==================== regfile_ctrl
Fig. 1: regfile_ctrl, zoomed window
Window x 27 to 67, y 27 to 67 um. Cells in gray, sequential cells in the stronger gray; small squares are vias.
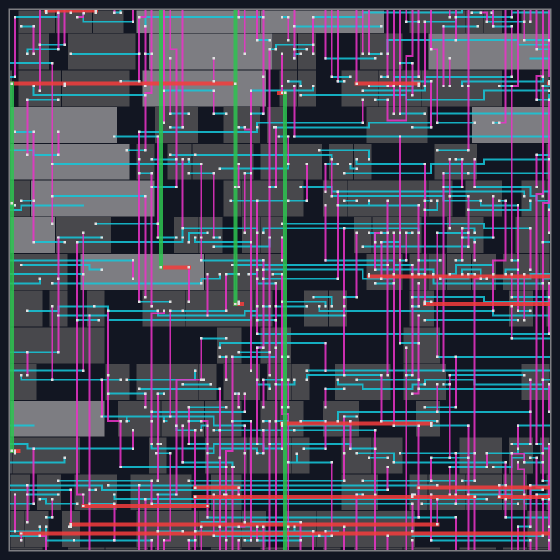

[config.mk]
export PLATFORM = sky130hd
export DESIGN_NAME = regfile_ctrl
export DESIGN_NICKNAME = d
export VERILOG_FILES = /design/src/rtl/regfile_pkg.sv /design/src/rtl/regfile_ctrl_alu.sv /design/src/rtl/regfile_ctrl.sv
export SDC_FILE = /design/constraint.sdc
export NUM_CORES = 1
export LEC_CHECK = 0
export CAP_MARGIN = 20
export CORE_MARGIN = 8
export CORE_UTILIZATION = 52
export CTS_BUF_LIST = sky130_fd_sc_hd__clkbuf_8
export CTS_CLUSTER_DIAMETER = 150
export DETAILED_ROUTE_END_ITERATION = 8
export GPL_TIMING_DRIVEN = 1
export PLACE_DENSITY = 0.83
export SYNTH_ARGS = -nofsm -noshare
export SYNTH_HDL_FRONTEND = slang
export SYNTH_SLANG_ARGS = --single-unit
[constraint.sdc]
create_clock -name clk -period 4.1 [get_ports clk]
set_clock_uncertainty 0.1 [all_clocks]
set_input_delay 1.23 -clock clk [delete_from_list [all_inputs] [get_ports clk]]
set_output_delay 1.23 -clock clk [all_outputs]
set_load 0.1 [all_outputs]
[src/rtl/regfile_pkg.sv]
// Shared types and default widths for the register-file command sequencer.
package regfile_pkg;

  localparam int DATA_W = 8;
  localparam int ADDR_W = 4;

  typedef enum logic [2:0] {
    OP_MOV = 3'd0,
    OP_ADD = 3'd1,
    OP_SUB = 3'd2,
    OP_AND = 3'd3,
    OP_OR  = 3'd4,
    OP_XOR = 3'd5,
    OP_LDI = 3'd6,
    OP_CMP = 3'd7
  } op_e;

  typedef enum logic [1:0] {
    S_CLEAR = 2'd0,
    S_IDLE  = 2'd1,
    S_READ  = 2'd2,
    S_WRITE = 2'd3
  } state_e;

endpackage

[src/rtl/regfile_ctrl_alu.sv]
// Combinational ALU: result, carry/borrow, zero flag and write-back qualifier.
module regfile_alu #(
  parameter int W = regfile_pkg::DATA_W
) (
  input  logic [2:0]   i_op,
  input  logic [W-1:0] i_a,
  input  logic [W-1:0] i_b,
  input  logic [W-1:0] i_imm,
  output logic [W-1:0] o_result,
  output logic         o_carry,
  output logic         o_zero,
  output logic         o_write
);
  import regfile_pkg::*;

  op_e        w_op;
  logic [W:0] w_sum;
  logic [W:0] w_diff;

  assign w_op   = op_e'(i_op);
  assign w_sum  = {1'b0, i_a} + {1'b0, i_b};
  // The extra MSB of the widened difference is the borrow (a < b).
  assign w_diff = {1'b0, i_a} - {1'b0, i_b};

  always_comb begin
    o_result = '0;
    o_carry  = 1'b0;
    case (w_op)
      OP_MOV: o_result = i_a;
      OP_ADD: begin
        o_result = w_sum[W-1:0];
        o_carry  = w_sum[W];
      end
      OP_SUB, OP_CMP: begin
        o_result = w_diff[W-1:0];
        o_carry  = w_diff[W];
      end
      OP_AND: o_result = i_a & i_b;
      OP_OR:  o_result = i_a | i_b;
      OP_XOR: o_result = i_a ^ i_b;
      OP_LDI: o_result = i_imm;
      default: o_result = '0;
    endcase
  end

  assign o_zero  = (o_result == '0);
  assign o_write = (w_op != OP_CMP);

endmodule

[src/rtl/regfile_ctrl.sv]
// Command sequencer for the register file: zero-fill after reset, then one
// read-ALU-write command per two cycles over a valid/ready handshake.
module regfile_ctrl #(
  parameter int DATA_W = regfile_pkg::DATA_W,
  parameter int ADDR_W = regfile_pkg::ADDR_W
) (
  input  logic              clk,
  input  logic              rst,
  input  logic              cmd_valid,
  output logic              cmd_ready,
  input  logic [2:0]        cmd_op,
  input  logic [ADDR_W-1:0] cmd_rd,
  input  logic [ADDR_W-1:0] cmd_rs1,
  input  logic [ADDR_W-1:0] cmd_rs2,
  input  logic [DATA_W-1:0] cmd_imm,
  output logic              rf_we,
  output logic [ADDR_W-1:0] rf_sel_in,
  output logic [DATA_W-1:0] rf_in,
  output logic [ADDR_W-1:0] rf_sel_o1,
  output logic [ADDR_W-1:0] rf_sel_o2,
  input  logic [DATA_W-1:0] rf_o1,
  input  logic [DATA_W-1:0] rf_o2,
  output logic              rsp_valid,
  output logic [DATA_W-1:0] rsp_data,
  output logic              rsp_zero,
  output logic              rsp_carry,
  output logic              init_done
);
  import regfile_pkg::*;

  state_e            r_state;
  logic [ADDR_W-1:0] r_clear_cnt;
  logic              r_init_done;
  logic [2:0]        r_op;
  logic [ADDR_W-1:0] r_rd;
  logic [ADDR_W-1:0] r_sel_o1;
  logic [ADDR_W-1:0] r_sel_o2;
  logic [DATA_W-1:0] r_imm;
  logic [DATA_W-1:0] r_result;
  logic              r_zero;
  logic              r_carry;
  logic              r_write;

  logic              w_ready;
  logic              w_accept;
  logic [DATA_W-1:0] w_alu_result;
  logic              w_alu_carry;
  logic              w_alu_zero;
  logic              w_alu_write;

  assign w_ready  = (r_state == S_IDLE) || (r_state == S_WRITE);
  assign w_accept = cmd_valid && w_ready;

  regfile_alu #(.W(DATA_W)) u_alu (
    .i_op     (r_op),
    .i_a      (rf_o1),
    .i_b      (rf_o2),
    .i_imm    (r_imm),
    .o_result (w_alu_result),
    .o_carry  (w_alu_carry),
    .o_zero   (w_alu_zero),
    .o_write  (w_alu_write)
  );

  always_ff @(posedge clk or posedge rst) begin
    if (rst) begin
      r_state     <= S_CLEAR;
      r_clear_cnt <= '0;
      r_init_done <= 1'b0;
      r_result    <= '0;
      r_zero      <= 1'b0;
      r_carry     <= 1'b0;
      r_write     <= 1'b0;
    end else begin
      case (r_state)
        S_CLEAR: begin
          r_clear_cnt <= r_clear_cnt + ADDR_W'(1);
          if (r_clear_cnt == {ADDR_W{1'b1}}) begin
            r_state     <= S_IDLE;
            r_init_done <= 1'b1;
          end
        end
        S_IDLE: begin
          if (cmd_valid) begin
            r_state <= S_READ;
          end
        end
        S_READ: begin
          r_result <= w_alu_result;
          r_zero   <= w_alu_zero;
          r_carry  <= w_alu_carry;
          r_write  <= w_alu_write;
          r_state  <= S_WRITE;
        end
        S_WRITE: begin
          r_state <= cmd_valid ? S_READ : S_IDLE;
        end
        default: r_state <= S_CLEAR;
      endcase
    end
  end

  // Command latch; read selects stay stable for the whole READ state.
  always_ff @(posedge clk or posedge rst) begin
    if (rst) begin
      r_op     <= 3'd0;
      r_rd     <= '0;
      r_sel_o1 <= '0;
      r_sel_o2 <= '0;
      r_imm    <= '0;
    end else if (w_accept) begin
      r_op     <= cmd_op;
      r_rd     <= cmd_rd;
      r_sel_o1 <= cmd_rs1;
      r_sel_o2 <= cmd_rs2;
      r_imm    <= cmd_imm;
    end
  end

  // Write port is shared between the zero-fill and command write-back.
  always_comb begin
    rf_we     = 1'b0;
    rf_sel_in = '0;
    rf_in     = '0;
    case (r_state)
      S_CLEAR: begin
        rf_we     = ~rst;
        rf_sel_in = r_clear_cnt;
      end
      S_WRITE: begin
        rf_we     = r_write;
        rf_sel_in = r_rd;
        rf_in     = r_result;
      end
      default: begin
        rf_we = 1'b0;
      end
    endcase
  end

  assign cmd_ready = w_ready;
  assign rf_sel_o1 = r_sel_o1;
  assign rf_sel_o2 = r_sel_o2;
  assign rsp_valid = (r_state == S_WRITE);
  assign rsp_data  = r_result;
  assign rsp_zero  = r_zero;
  assign rsp_carry = r_carry;
  assign init_done = r_init_done;

endmodule

==================== bus_snoop_ctrl
==> config.mk <==
export PLATFORM = sky130hd
export DESIGN_NAME = bus_snoop_ctrl
export DESIGN_NICKNAME = d
export VERILOG_FILES = /design/src/rtl/mesif_pkg.sv /design/src/rtl/snoop_timer.sv /design/src/rtl/bus_snoop_ctrl.sv
export SDC_FILE = /design/constraint.sdc
export NUM_CORES = 1
export LEC_CHECK = 0
export CORE_MARGIN = 10
export CORE_UTILIZATION = 46
export CTS_CLUSTER_SIZE = 10
export DETAILED_ROUTE_END_ITERATION = 8
export PLACE_DENSITY = 0.84
export SYNTH_ARGS = -nofsm -noshare
export SYNTH_HDL_FRONTEND = slang
export SYNTH_SLANG_ARGS = --single-unit
==> constraint.sdc <==
create_clock -name clk -period 5.1 [get_ports clk]
set_clock_uncertainty 0.2 [all_clocks]
set_input_delay 1.02 -clock clk [delete_from_list [all_inputs] [get_ports clk]]
set_output_delay 1.02 -clock clk [all_outputs]
set_load 0.005 [all_outputs]
==> src/rtl/mesif_pkg.sv <==
// Shared encodings for the MESIF FSM and the bus-side snoop controller.
package mesif_pkg;

    // Bus command codes; 0 and 5..7 are not legal requests.
    typedef enum logic [2:0] {
        BUS_NONE  = 3'd0,
        BUS_READ  = 3'd1,
        BUS_WRITE = 3'd2,
        BUS_INVAL = 3'd3,
        BUS_RWIM  = 3'd4
    } bus_op_e;

    // Snoop result codes; code 3 is reserved and handled as HIT.
    typedef enum logic [1:0] {
        SNOOP_NOHIT = 2'd0,
        SNOOP_HIT   = 2'd1,
        SNOOP_HITM  = 2'd2,
        SNOOP_RSVD  = 2'd3
    } snoop_res_e;

    // bus_snoop_ctrl state encoding.
    typedef enum logic [2:0] {
        ST_IDLE    = 3'd0,
        ST_ISSUE   = 3'd1,
        ST_WAIT    = 3'd2,
        ST_BACKOFF = 3'd3,
        ST_RESP    = 3'd4
    } bsc_state_e;

    // True for the four op codes that are driven onto the bus.
    function automatic logic is_legal_op(input logic [2:0] op);
        return (op >= 3'(BUS_READ)) && (op <= 3'(BUS_RWIM));
    endfunction

endpackage

==> src/rtl/snoop_timer.sv <==
// Loadable down-counter; expired flags the last counted cycle (count <= 1).
module snoop_timer #(
    parameter int unsigned CNT_W = 4
) (
    input  logic             clk,
    input  logic             rst,
    input  logic             load,
    input  logic [CNT_W-1:0] load_value,
    input  logic             dec,
    output logic             expired
);

    logic [CNT_W-1:0] cnt;

    // Load has priority over decrement; counting stops at zero.
    always_ff @(posedge clk or posedge rst) begin
        if (rst) begin
            cnt <= '0;
        end else if (load) begin
            cnt <= load_value;
        end else if (dec && (cnt != '0)) begin
            cnt <= cnt - 1'b1;
        end
    end

    assign expired = (cnt == CNT_W'(1)) || (cnt == '0);

endmodule

==> src/rtl/bus_snoop_ctrl.sv <==
// Bus-side stage behind the MESIF FSM: issues one request, collects the snoop
// result (with HITM back-off/retry and a snoop timeout) and returns it.
module bus_snoop_ctrl
    import mesif_pkg::*;
#(
    parameter int unsigned ADDR_W        = 32,
    parameter int unsigned SNOOP_TIMEOUT = 15,
    parameter int unsigned BACKOFF_CYC   = 4,
    parameter int unsigned MAX_RETRY     = 3
) (
    input  logic              clk,
    input  logic              rst,
    input  logic              req_valid,
    output logic              req_ready,
    input  logic [2:0]        req_op,
    input  logic [ADDR_W-1:0] req_addr,
    output logic              bus_valid,
    output logic [2:0]        bus_op,
    output logic [ADDR_W-1:0] bus_addr,
    input  logic              snoop_valid,
    input  logic [1:0]        snoop_res,
    output logic              rsp_valid,
    input  logic              rsp_ready,
    output logic [1:0]        rsp_snoop,
    output logic              rsp_timeout,
    output logic [1:0]        rsp_retries
);

    localparam int unsigned TO_W    = $clog2(SNOOP_TIMEOUT + 1);
    localparam int unsigned BO_W    = $clog2(BACKOFF_CYC + 1);
    localparam int unsigned RETRY_W = 2;

    bsc_state_e state, state_next;

    logic [2:0]         op_q;
    logic [ADDR_W-1:0]  addr_q;
    logic [RETRY_W-1:0] retry_q;
    snoop_res_e         rsp_snoop_q;
    logic               rsp_timeout_q;

    logic       accept, retry_inc, set_rsp, rsp_to_next;
    logic       to_load, bo_load, to_expired, bo_expired;
    snoop_res_e rsp_snoop_next, snoop_norm;

    snoop_timer #(.CNT_W(TO_W)) u_timeout (
        .clk        (clk),
        .rst        (rst),
        .load       (to_load),
        .load_value (TO_W'(SNOOP_TIMEOUT)),
        .dec        (state == ST_WAIT),
        .expired    (to_expired)
    );

    snoop_timer #(.CNT_W(BO_W)) u_backoff (
        .clk        (clk),
        .rst        (rst),
        .load       (bo_load),
        .load_value (BO_W'(BACKOFF_CYC)),
        .dec        (state == ST_BACKOFF),
        .expired    (bo_expired)
    );

    // State register.
    always_ff @(posedge clk or posedge rst) begin
        if (rst) begin
            state <= ST_IDLE;
        end else begin
            state <= state_next;
        end
    end

    // Next-state decode plus the strobes that update the datapath registers.
    always_comb begin
        state_next     = state;
        accept         = 1'b0;
        retry_inc      = 1'b0;
        set_rsp        = 1'b0;
        rsp_snoop_next = SNOOP_NOHIT;
        rsp_to_next    = 1'b0;
        to_load        = 1'b0;
        bo_load        = 1'b0;
        snoop_norm     = snoop_res_e'(snoop_res);
        if (snoop_norm == SNOOP_RSVD) begin
            snoop_norm = SNOOP_HIT;
        end
        case (state)
            ST_IDLE: begin
                if (req_valid) begin
                    accept = 1'b1;
                    if (is_legal_op(req_op)) begin
                        state_next = ST_ISSUE;
                    end else begin
                        // Illegal ops skip the bus entirely and answer NOHIT.
                        state_next = ST_RESP;
                        set_rsp    = 1'b1;
                    end
                end
            end
            ST_ISSUE: begin
                if (op_q == 3'(BUS_WRITE)) begin
                    state_next = ST_RESP;
                    set_rsp    = 1'b1;
                end else begin
                    state_next = ST_WAIT;
                    to_load    = 1'b1;
                end
            end
            ST_WAIT: begin
                if (snoop_valid) begin
                    if (snoop_norm == SNOOP_HITM && retry_q < RETRY_W'(MAX_RETRY)) begin
                        state_next = ST_BACKOFF;
                        bo_load    = 1'b1;
                        retry_inc  = 1'b1;
                    end else begin
                        state_next     = ST_RESP;
                        set_rsp        = 1'b1;
                        rsp_snoop_next = snoop_norm;
                    end
                end else if (to_expired) begin
                    state_next  = ST_RESP;
                    set_rsp     = 1'b1;
                    rsp_to_next = 1'b1;
                end
            end
            ST_BACKOFF: begin
                if (bo_expired) begin
                    state_next = ST_ISSUE;
                end
            end
            ST_RESP: begin
                if (rsp_ready) begin
                    state_next = ST_IDLE;
                end
            end
            default: state_next = ST_IDLE;
        endcase
    end

    // Request latch, retry counter and response registers.
    always_ff @(posedge clk or posedge rst) begin
        if (rst) begin
            op_q          <= '0;
            addr_q        <= '0;
            retry_q       <= '0;
            rsp_snoop_q   <= SNOOP_NOHIT;
            rsp_timeout_q <= 1'b0;
        end else begin
            if (accept) begin
                retry_q <= '0;
                // Only legal ops reach the bus, so only they update bus_op/bus_addr.
                if (is_legal_op(req_op)) begin
                    op_q   <= req_op;
                    addr_q <= req_addr;
                end
            end
            if (retry_inc) begin
                retry_q <= retry_q + 1'b1;
            end
            if (set_rsp) begin
                rsp_snoop_q   <= rsp_snoop_next;
                rsp_timeout_q <= rsp_to_next;
            end
        end
    end

    assign req_ready   = (state == ST_IDLE);
    assign bus_valid   = (state == ST_ISSUE);
    assign bus_op      = op_q;
    assign bus_addr    = addr_q;
    assign rsp_valid   = (state == ST_RESP);
    assign rsp_snoop   = rsp_snoop_q;
    assign rsp_timeout = rsp_timeout_q;
    assign rsp_retries = retry_q;

endmodule
==================== reaction_game_ctrl
--- src/rtl/reaction_game_ctrl_pkg.sv ---
// Shared definitions for the reaction-time game sequencer: FSM state encoding,
// LFSR seed/step and the result code reported on a timeout.
package reaction_game_ctrl_pkg;

    typedef enum logic [2:0] {
        ST_IDLE  = 3'd0,
        ST_ARM   = 3'd1,
        ST_GO    = 3'd2,
        ST_DONE  = 3'd3,
        ST_FAULT = 3'd4
    } state_t;

    localparam logic [2:0] IDLE  = 3'd0;
    localparam logic [2:0] ARM   = 3'd1;
    localparam logic [2:0] GO    = 3'd2;
    localparam logic [2:0] DONE  = 3'd3;
    localparam logic [2:0] FAULT = 3'd4;

    localparam logic [7:0] LFSR_SEED    = 8'h01;
    localparam logic [7:0] TIMEOUT_CODE = 8'hFF;

    // Fibonacci step, taps 8,6,5,4; the all-zero state is unreachable from a non-zero seed
    function automatic logic [7:0] lfsr_step(input logic [7:0] q);
        return {q[6:0], q[7] ^ q[5] ^ q[4] ^ q[3]};
    endfunction

endpackage

--- src/rtl/reaction_game_ctrl_lfsr8.sv ---
// Free-running 8-bit LFSR that supplies the pseudo-random part of the LED-off delay.
module game_lfsr8
    import reaction_game_ctrl_pkg::*;
(
    input  logic       clk,
    input  logic       rst_n,
    output logic [7:0] q
);

    logic [7:0] q_reg;

    always_ff @(posedge clk or negedge rst_n) begin
        if (!rst_n) begin
            q_reg <= LFSR_SEED;
        end else begin
            q_reg <= lfsr_step(q_reg);
        end
    end

    assign q = q_reg;

endmodule

--- src/rtl/reaction_game_ctrl.sv ---
// Reaction-time game sequencer: random LED-off delay, reaction measurement in ticks,
// false-start/timeout flags. Define BEST_SCORE_EN to track the best (minimum) result.
module reaction_game_ctrl
    import reaction_game_ctrl_pkg::*;
#(
    parameter int DELAY_MIN       = 50,
    parameter int DELAY_SPAN_LOG2 = 6,
    parameter int TIMEOUT         = 200
) (
    input  logic       clk,
    input  logic       rst_n,
    input  logic       tick,
    input  logic       start,
    input  logic       button,
    output logic       led_on,
    output logic [7:0] result,
    output logic       result_valid,
    output logic       false_start,
    output logic       timeout,
    output logic [7:0] best,
    output logic [2:0] state
);

    localparam logic [7:0] DELAY_BASE   = 8'(DELAY_MIN);
    localparam logic [7:0] SPAN_MASK    = 8'((1 << DELAY_SPAN_LOG2) - 1);
    localparam logic [7:0] TIMEOUT_LAST = 8'(TIMEOUT - 1);

    state_t     state_reg, state_next;
    logic [7:0] delay_cnt_reg, delay_cnt_next;
    logic [7:0] react_cnt_reg, react_cnt_next;
    logic [7:0] result_reg, result_next;
    logic       result_valid_reg, result_valid_next;
    logic       false_start_reg, false_start_next;
    logic       timeout_reg, timeout_next;
    logic       led_on_reg;
    logic       button_q_reg;
    logic       press;
    logic [7:0] lfsr_q;
    logic [7:0] delay_load;

    game_lfsr8 u_lfsr (
        .clk   (clk),
        .rst_n (rst_n),
        .q     (lfsr_q)
    );

    assign press      = button & ~button_q_reg;
    // A zero span gives an all-zero mask, so the delay collapses to DELAY_MIN
    assign delay_load = DELAY_BASE + (lfsr_q & SPAN_MASK);

`ifdef BEST_SCORE_EN
    logic [7:0] best_reg, best_next;
`endif

    always_comb begin
        state_next        = state_reg;
        delay_cnt_next    = delay_cnt_reg;
        react_cnt_next    = react_cnt_reg;
        result_next       = result_reg;
        result_valid_next = 1'b0;
        false_start_next  = false_start_reg;
        timeout_next      = timeout_reg;
`ifdef BEST_SCORE_EN
        best_next         = best_reg;
`endif
        case (state_reg)
            ST_IDLE, ST_DONE, ST_FAULT: begin
                if (start) begin
                    state_next       = ST_ARM;
                    delay_cnt_next   = delay_load;
                    false_start_next = 1'b0;
                    timeout_next     = 1'b0;
                end
            end
            ST_ARM: begin
                // An early press wins over a delay expiring in the same cycle
                if (press) begin
                    state_next       = ST_FAULT;
                    false_start_next = 1'b1;
                end else if (tick) begin
                    if (delay_cnt_reg == 8'd1) begin
                        state_next     = ST_GO;
                        react_cnt_next = 8'd0;
                    end else begin
                        delay_cnt_next = delay_cnt_reg - 8'd1;
                    end
                end
            end
            ST_GO: begin
                if (press) begin
                    state_next        = ST_DONE;
                    result_next       = react_cnt_reg;
                    result_valid_next = 1'b1;
`ifdef BEST_SCORE_EN
                    if (react_cnt_reg < best_reg) begin
                        best_next = react_cnt_reg;
                    end
`endif
                end else if (tick) begin
                    if (react_cnt_reg == TIMEOUT_LAST) begin
                        state_next        = ST_FAULT;
                        timeout_next      = 1'b1;
                        result_next       = TIMEOUT_CODE;
                        result_valid_next = 1'b1;
                    end else begin
                        react_cnt_next = react_cnt_reg + 8'd1;
                    end
                end
            end
            default: begin
                state_next = ST_IDLE;
            end
        endcase
    end

    always_ff @(posedge clk or negedge rst_n) begin
        if (!rst_n) begin
            state_reg        <= ST_IDLE;
            delay_cnt_reg    <= 8'd0;
            react_cnt_reg    <= 8'd0;
            result_reg       <= 8'd0;
            result_valid_reg <= 1'b0;
            false_start_reg  <= 1'b0;
            timeout_reg      <= 1'b0;
            led_on_reg       <= 1'b0;
            button_q_reg     <= 1'b0;
        end else begin
            state_reg        <= state_next;
            delay_cnt_reg    <= delay_cnt_next;
            react_cnt_reg    <= react_cnt_next;
            result_reg       <= result_next;
            result_valid_reg <= result_valid_next;
            false_start_reg  <= false_start_next;
            timeout_reg      <= timeout_next;
            led_on_reg       <= (state_next == ST_GO);
            button_q_reg     <= button;
        end
    end

`ifdef BEST_SCORE_EN
    always_ff @(posedge clk or negedge rst_n) begin
        if (!rst_n) begin
            best_reg <= TIMEOUT_CODE;
        end else begin
            best_reg <= best_next;
        end
    end

    assign best = best_reg;
`else
    assign best = TIMEOUT_CODE;
`endif

    assign led_on       = led_on_reg;
    assign result       = result_reg;
    assign result_valid = result_valid_reg;
    assign false_start  = false_start_reg;
    assign timeout      = timeout_reg;
    assign state        = state_reg;

endmodule
--- config.mk ---
export PLATFORM = sky130hd
export DESIGN_NAME = reaction_game_ctrl
export DESIGN_NICKNAME = d
export VERILOG_FILES = /design/src/rtl/reaction_game_ctrl_pkg.sv /design/src/rtl/reaction_game_ctrl_lfsr8.sv /design/src/rtl/reaction_game_ctrl.sv
export SDC_FILE = /design/constraint.sdc
export NUM_CORES = 1
export LEC_CHECK = 0
export CAP_MARGIN = 20
export CORE_MARGIN = 2
export CORE_UTILIZATION = 30
export CTS_CLUSTER_DIAMETER = 80
export CTS_CLUSTER_SIZE = 25
export DETAILED_ROUTE_END_ITERATION = 8
export PLACE_DENSITY = 0.49
export SLEW_MARGIN = 10
export SYNTH_ARGS = -nofsm -noshare
export SYNTH_HDL_FRONTEND = slang
export SYNTH_SLANG_ARGS = --single-unit
--- constraint.sdc ---
create_clock -name clk -period 2.05 [get_ports clk]
set_input_delay 0.3075 -clock clk [delete_from_list [all_inputs] [get_ports clk]]
set_output_delay 0.3075 -clock clk [all_outputs]
set_load 0.01 [all_outputs]
Fig. 2: bus_snoop_ctrl, placement view
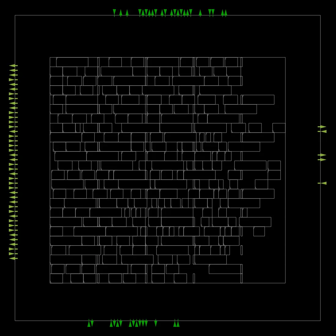
fill count: 339
CORE AREA: 4440 um2

==> summary.txt, bus_snoop_ctrl <==
run results: status finished clean, yosys adder share 3.49%, Worst-path clk slew 0.09 ns, Max Fclk 310 MHz, FF+latch area 1250 um2, Rows 24, reg2reg end bus_addr[18], kind of critical path in2reg, area of the die 7800 um2, worst-path cell chain clkdlybuf4s50_1 > nor2_1 > xnor2_1 > nand3_2 > mux2_1, wl on met1 2010 um, Non-Filler Instances 305, Synthesized registers 50, flip-flops 50, Synth warnings 0, R2R setup slack 2.68 ns, GP Congestion 0.824, share of post-route cells with drive strength above 1 4.74%, Largest register FFs 32, pin count of the biggest net entering global routing 51, number of logic gates 104, CP delay by family, top simple AND/OR/NAND/NOR gates, clk cell area share 3.61%, bufs w/o clock 84, Main logic family multiplexers, number of H-tree levels 2, Post-Syn Nets 212, simple share 10.9%, CP Capture Type register, CTS sink cnt 50, clk ins delay skew pair 0.30 ns, Hold Fails Final Rpt 0, Well Taps 52, non-clk buf share 26.7%, CP required 5.08 ns, max capacitance violation total 0, total CTS buffers 5, vias in the first global route 1,722, minimum clock period 3.22 ns, post-DP HPWL 4170 um
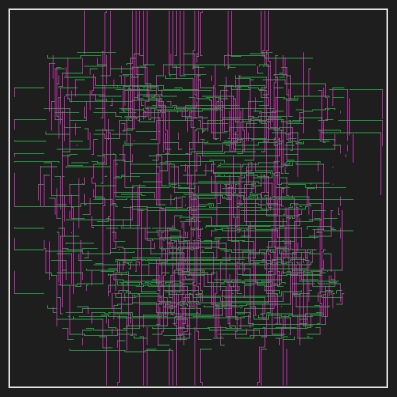
Fig. 3. Signal wires by layer (regfile_ctrl).
(4 px per um) Only two layers are drawn.
Magenta stands for metal 2, wire length 3,880 um. Green stands for metal 1, wire length 3,650 um.
GR Util All Layers: 20.2%
WL/cell: 17.5 um
routed via count: 2,778
Final Routed Wirelength: 8450 um

Notes on Fig. 1 above:
Magenta stands for metal 2. Cyan stands for metal 1. Green stands for metal 4. Red stands for metal 3.
Most frequent: inv_1 (11), dfrtp_1 (11). Netlist names of flops here include `r_clear_cnt` (3), `r_imm` (2), `rsp_data` (2). 124 logic cells have their middle in the window. Sequential cells in the window: 11.

==> summary.txt, regfile_ctrl <==
run results: WL met2 3880 um, Yosys Chip Area 3170 um2, worst-path cell chain clkdlybuf4s50_1 > inv_1 > ha_1 > inv_1 > fa_1 > nor2b_2 > o21a_1 > or3_4 > xnor2_2 > o21ai_1 > o22a_1 > mux2_2, global route overflow 0, Netlist cell types 65, Core Util, Final 68.4%, hold endpoint init_done, chip width 94.1 um, share of post-route cells with drive strength above 1 18.9%, met1 Usage GRT 26.0%, CTS tree done, Post-Synthesis Cell Area 3170 um2, Arrival @ worst endpoint 3.84 ns, Non-Filler Instances 482, clk ins delay skew pair 0.29 ns, Inverters 31, Max-Slew Margin vs Limit 33.6%, CP Capture Type register, Area-dominant class combinational gates, Final Net Count 480, CTS resizes 0, Synth area leader dfrtp_1, post-DP HPWL 6770 um, status finished clean, total CTS buffers 5, R2R setup slack 1.55 ns, number of H-tree levels 2, wl on met1 3650 um, initial DRC count 203, vias per std cell 5.76, Max stage delay cell, worst path clkdlybuf4s50_1, clk cell area share 2.97%, CTS sink cnt 41, flip-flops with a built-in enable 0, Init Core Util 53.6%, simple share 14.0%, Post-Syn Nets 408, hold slack 0.390 ns
Fig. 4: reaction_game_ctrl, signal wires by layer
(4 px per um) Only two layers are drawn.
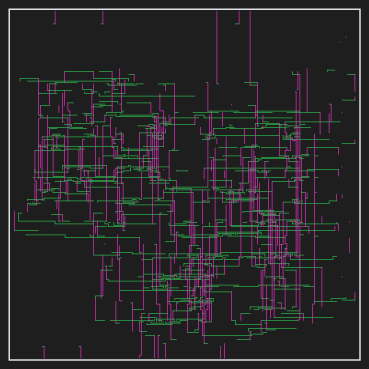
Green stands for metal 1, wire length 2,070 um. Magenta stands for metal 2, wire length 1,960 um.
GR Util All Layers: 12.7%
routed via count: 1,534
WL/cell: 13.7 um
Final Routed Wirelength: 4230 um

==> summary.txt, reaction_game_ctrl <==
run results: status finished clean, pin count of the biggest net entering global routing 41, Arrival @ worst endpoint 2.11 ns, Worst-path clk slew 0.09 ns, Final setup viols 0, met2 Track Usage GR 20.2%, minimum clock period 1.89 ns, CP required 2.27 ns, flip-flops 40, DR WL met3 132 um, Main logic family simple AND/OR/NAND/NOR gates, Hold Fails Final Rpt 0, area fraction in mux cells 1.44%, Max-Slew Margin vs Limit 66.4%, first-pass GRT wire length 7530 um, Complex Gates by Area 16.7%, Crit. Startpoint react_cnt_reg[0], TNS Setup 0 ns, HP Class in2async, chip width 87.3 um

==> gallery <==
Signal wires on met2.
(4 px per um) Cells faint in the background.
Plate I
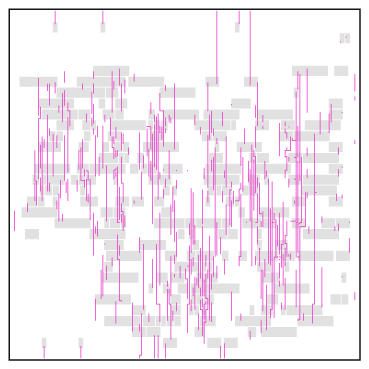
Plate II
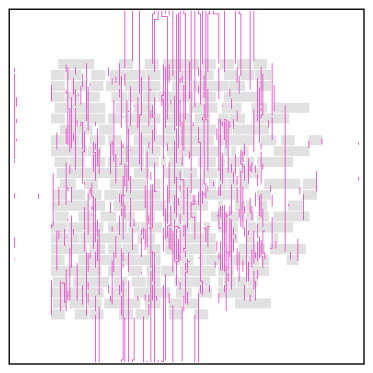
Plate III
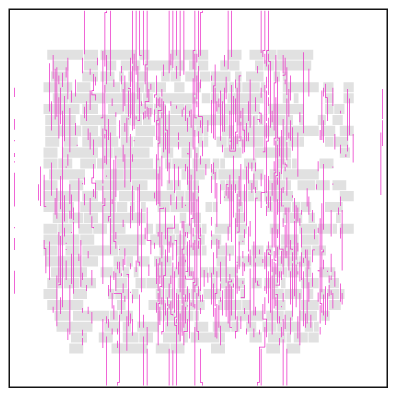
Plate II comes from bus_snoop_ctrl.
Plate III comes from regfile_ctrl.
Plate I comes from reaction_game_ctrl.



==> screenshots <==
I/O pins on the die edge.
picture 1
(4 px per um) Pins as bars across the die edge, other pins in gray.
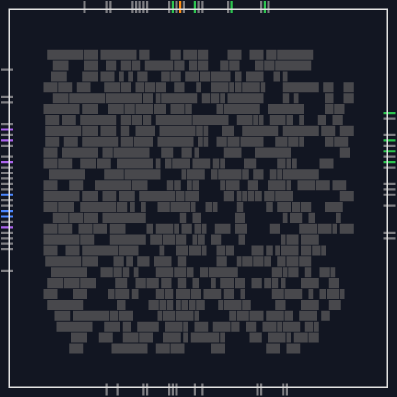
picture 2
(6 px per um) Pins as bars across the die edge, other pins in gray.
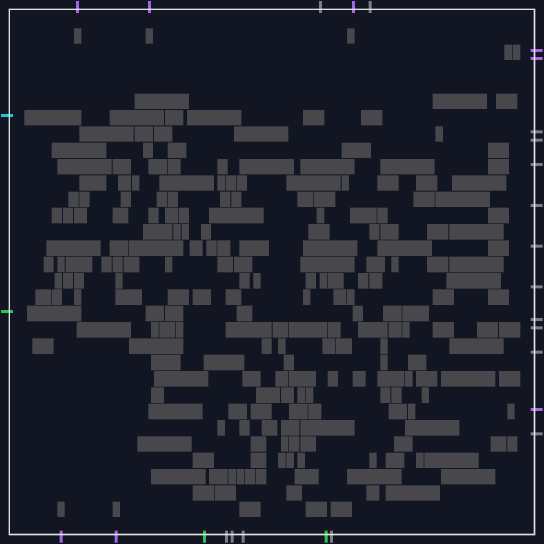
picture 3
(6 px per um) Pins as bars across the die edge, other pins in gray.
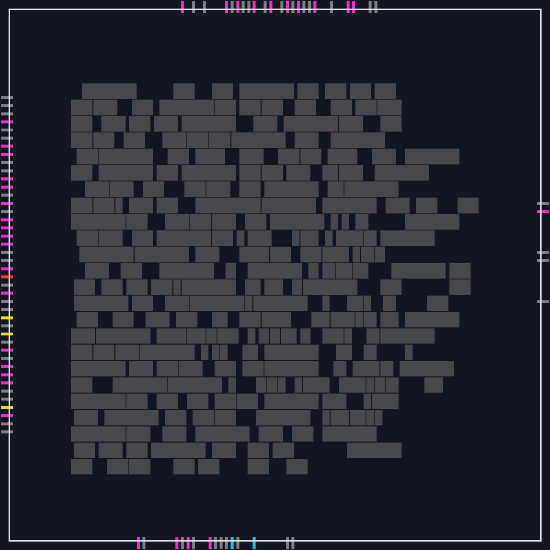
picture 3: bus_snoop_ctrl
picture 1: regfile_ctrl
picture 2: reaction_game_ctrl

Key to picture 2:
Cyan stands for `clk`, pins 1, direction input, edge left. Purple stands for `best`, pins 8, direction output, edge 3 right, 3 top, 2 bottom. Green stands for `state`, pins 3, direction output, edge 2 bottom, 1 left.

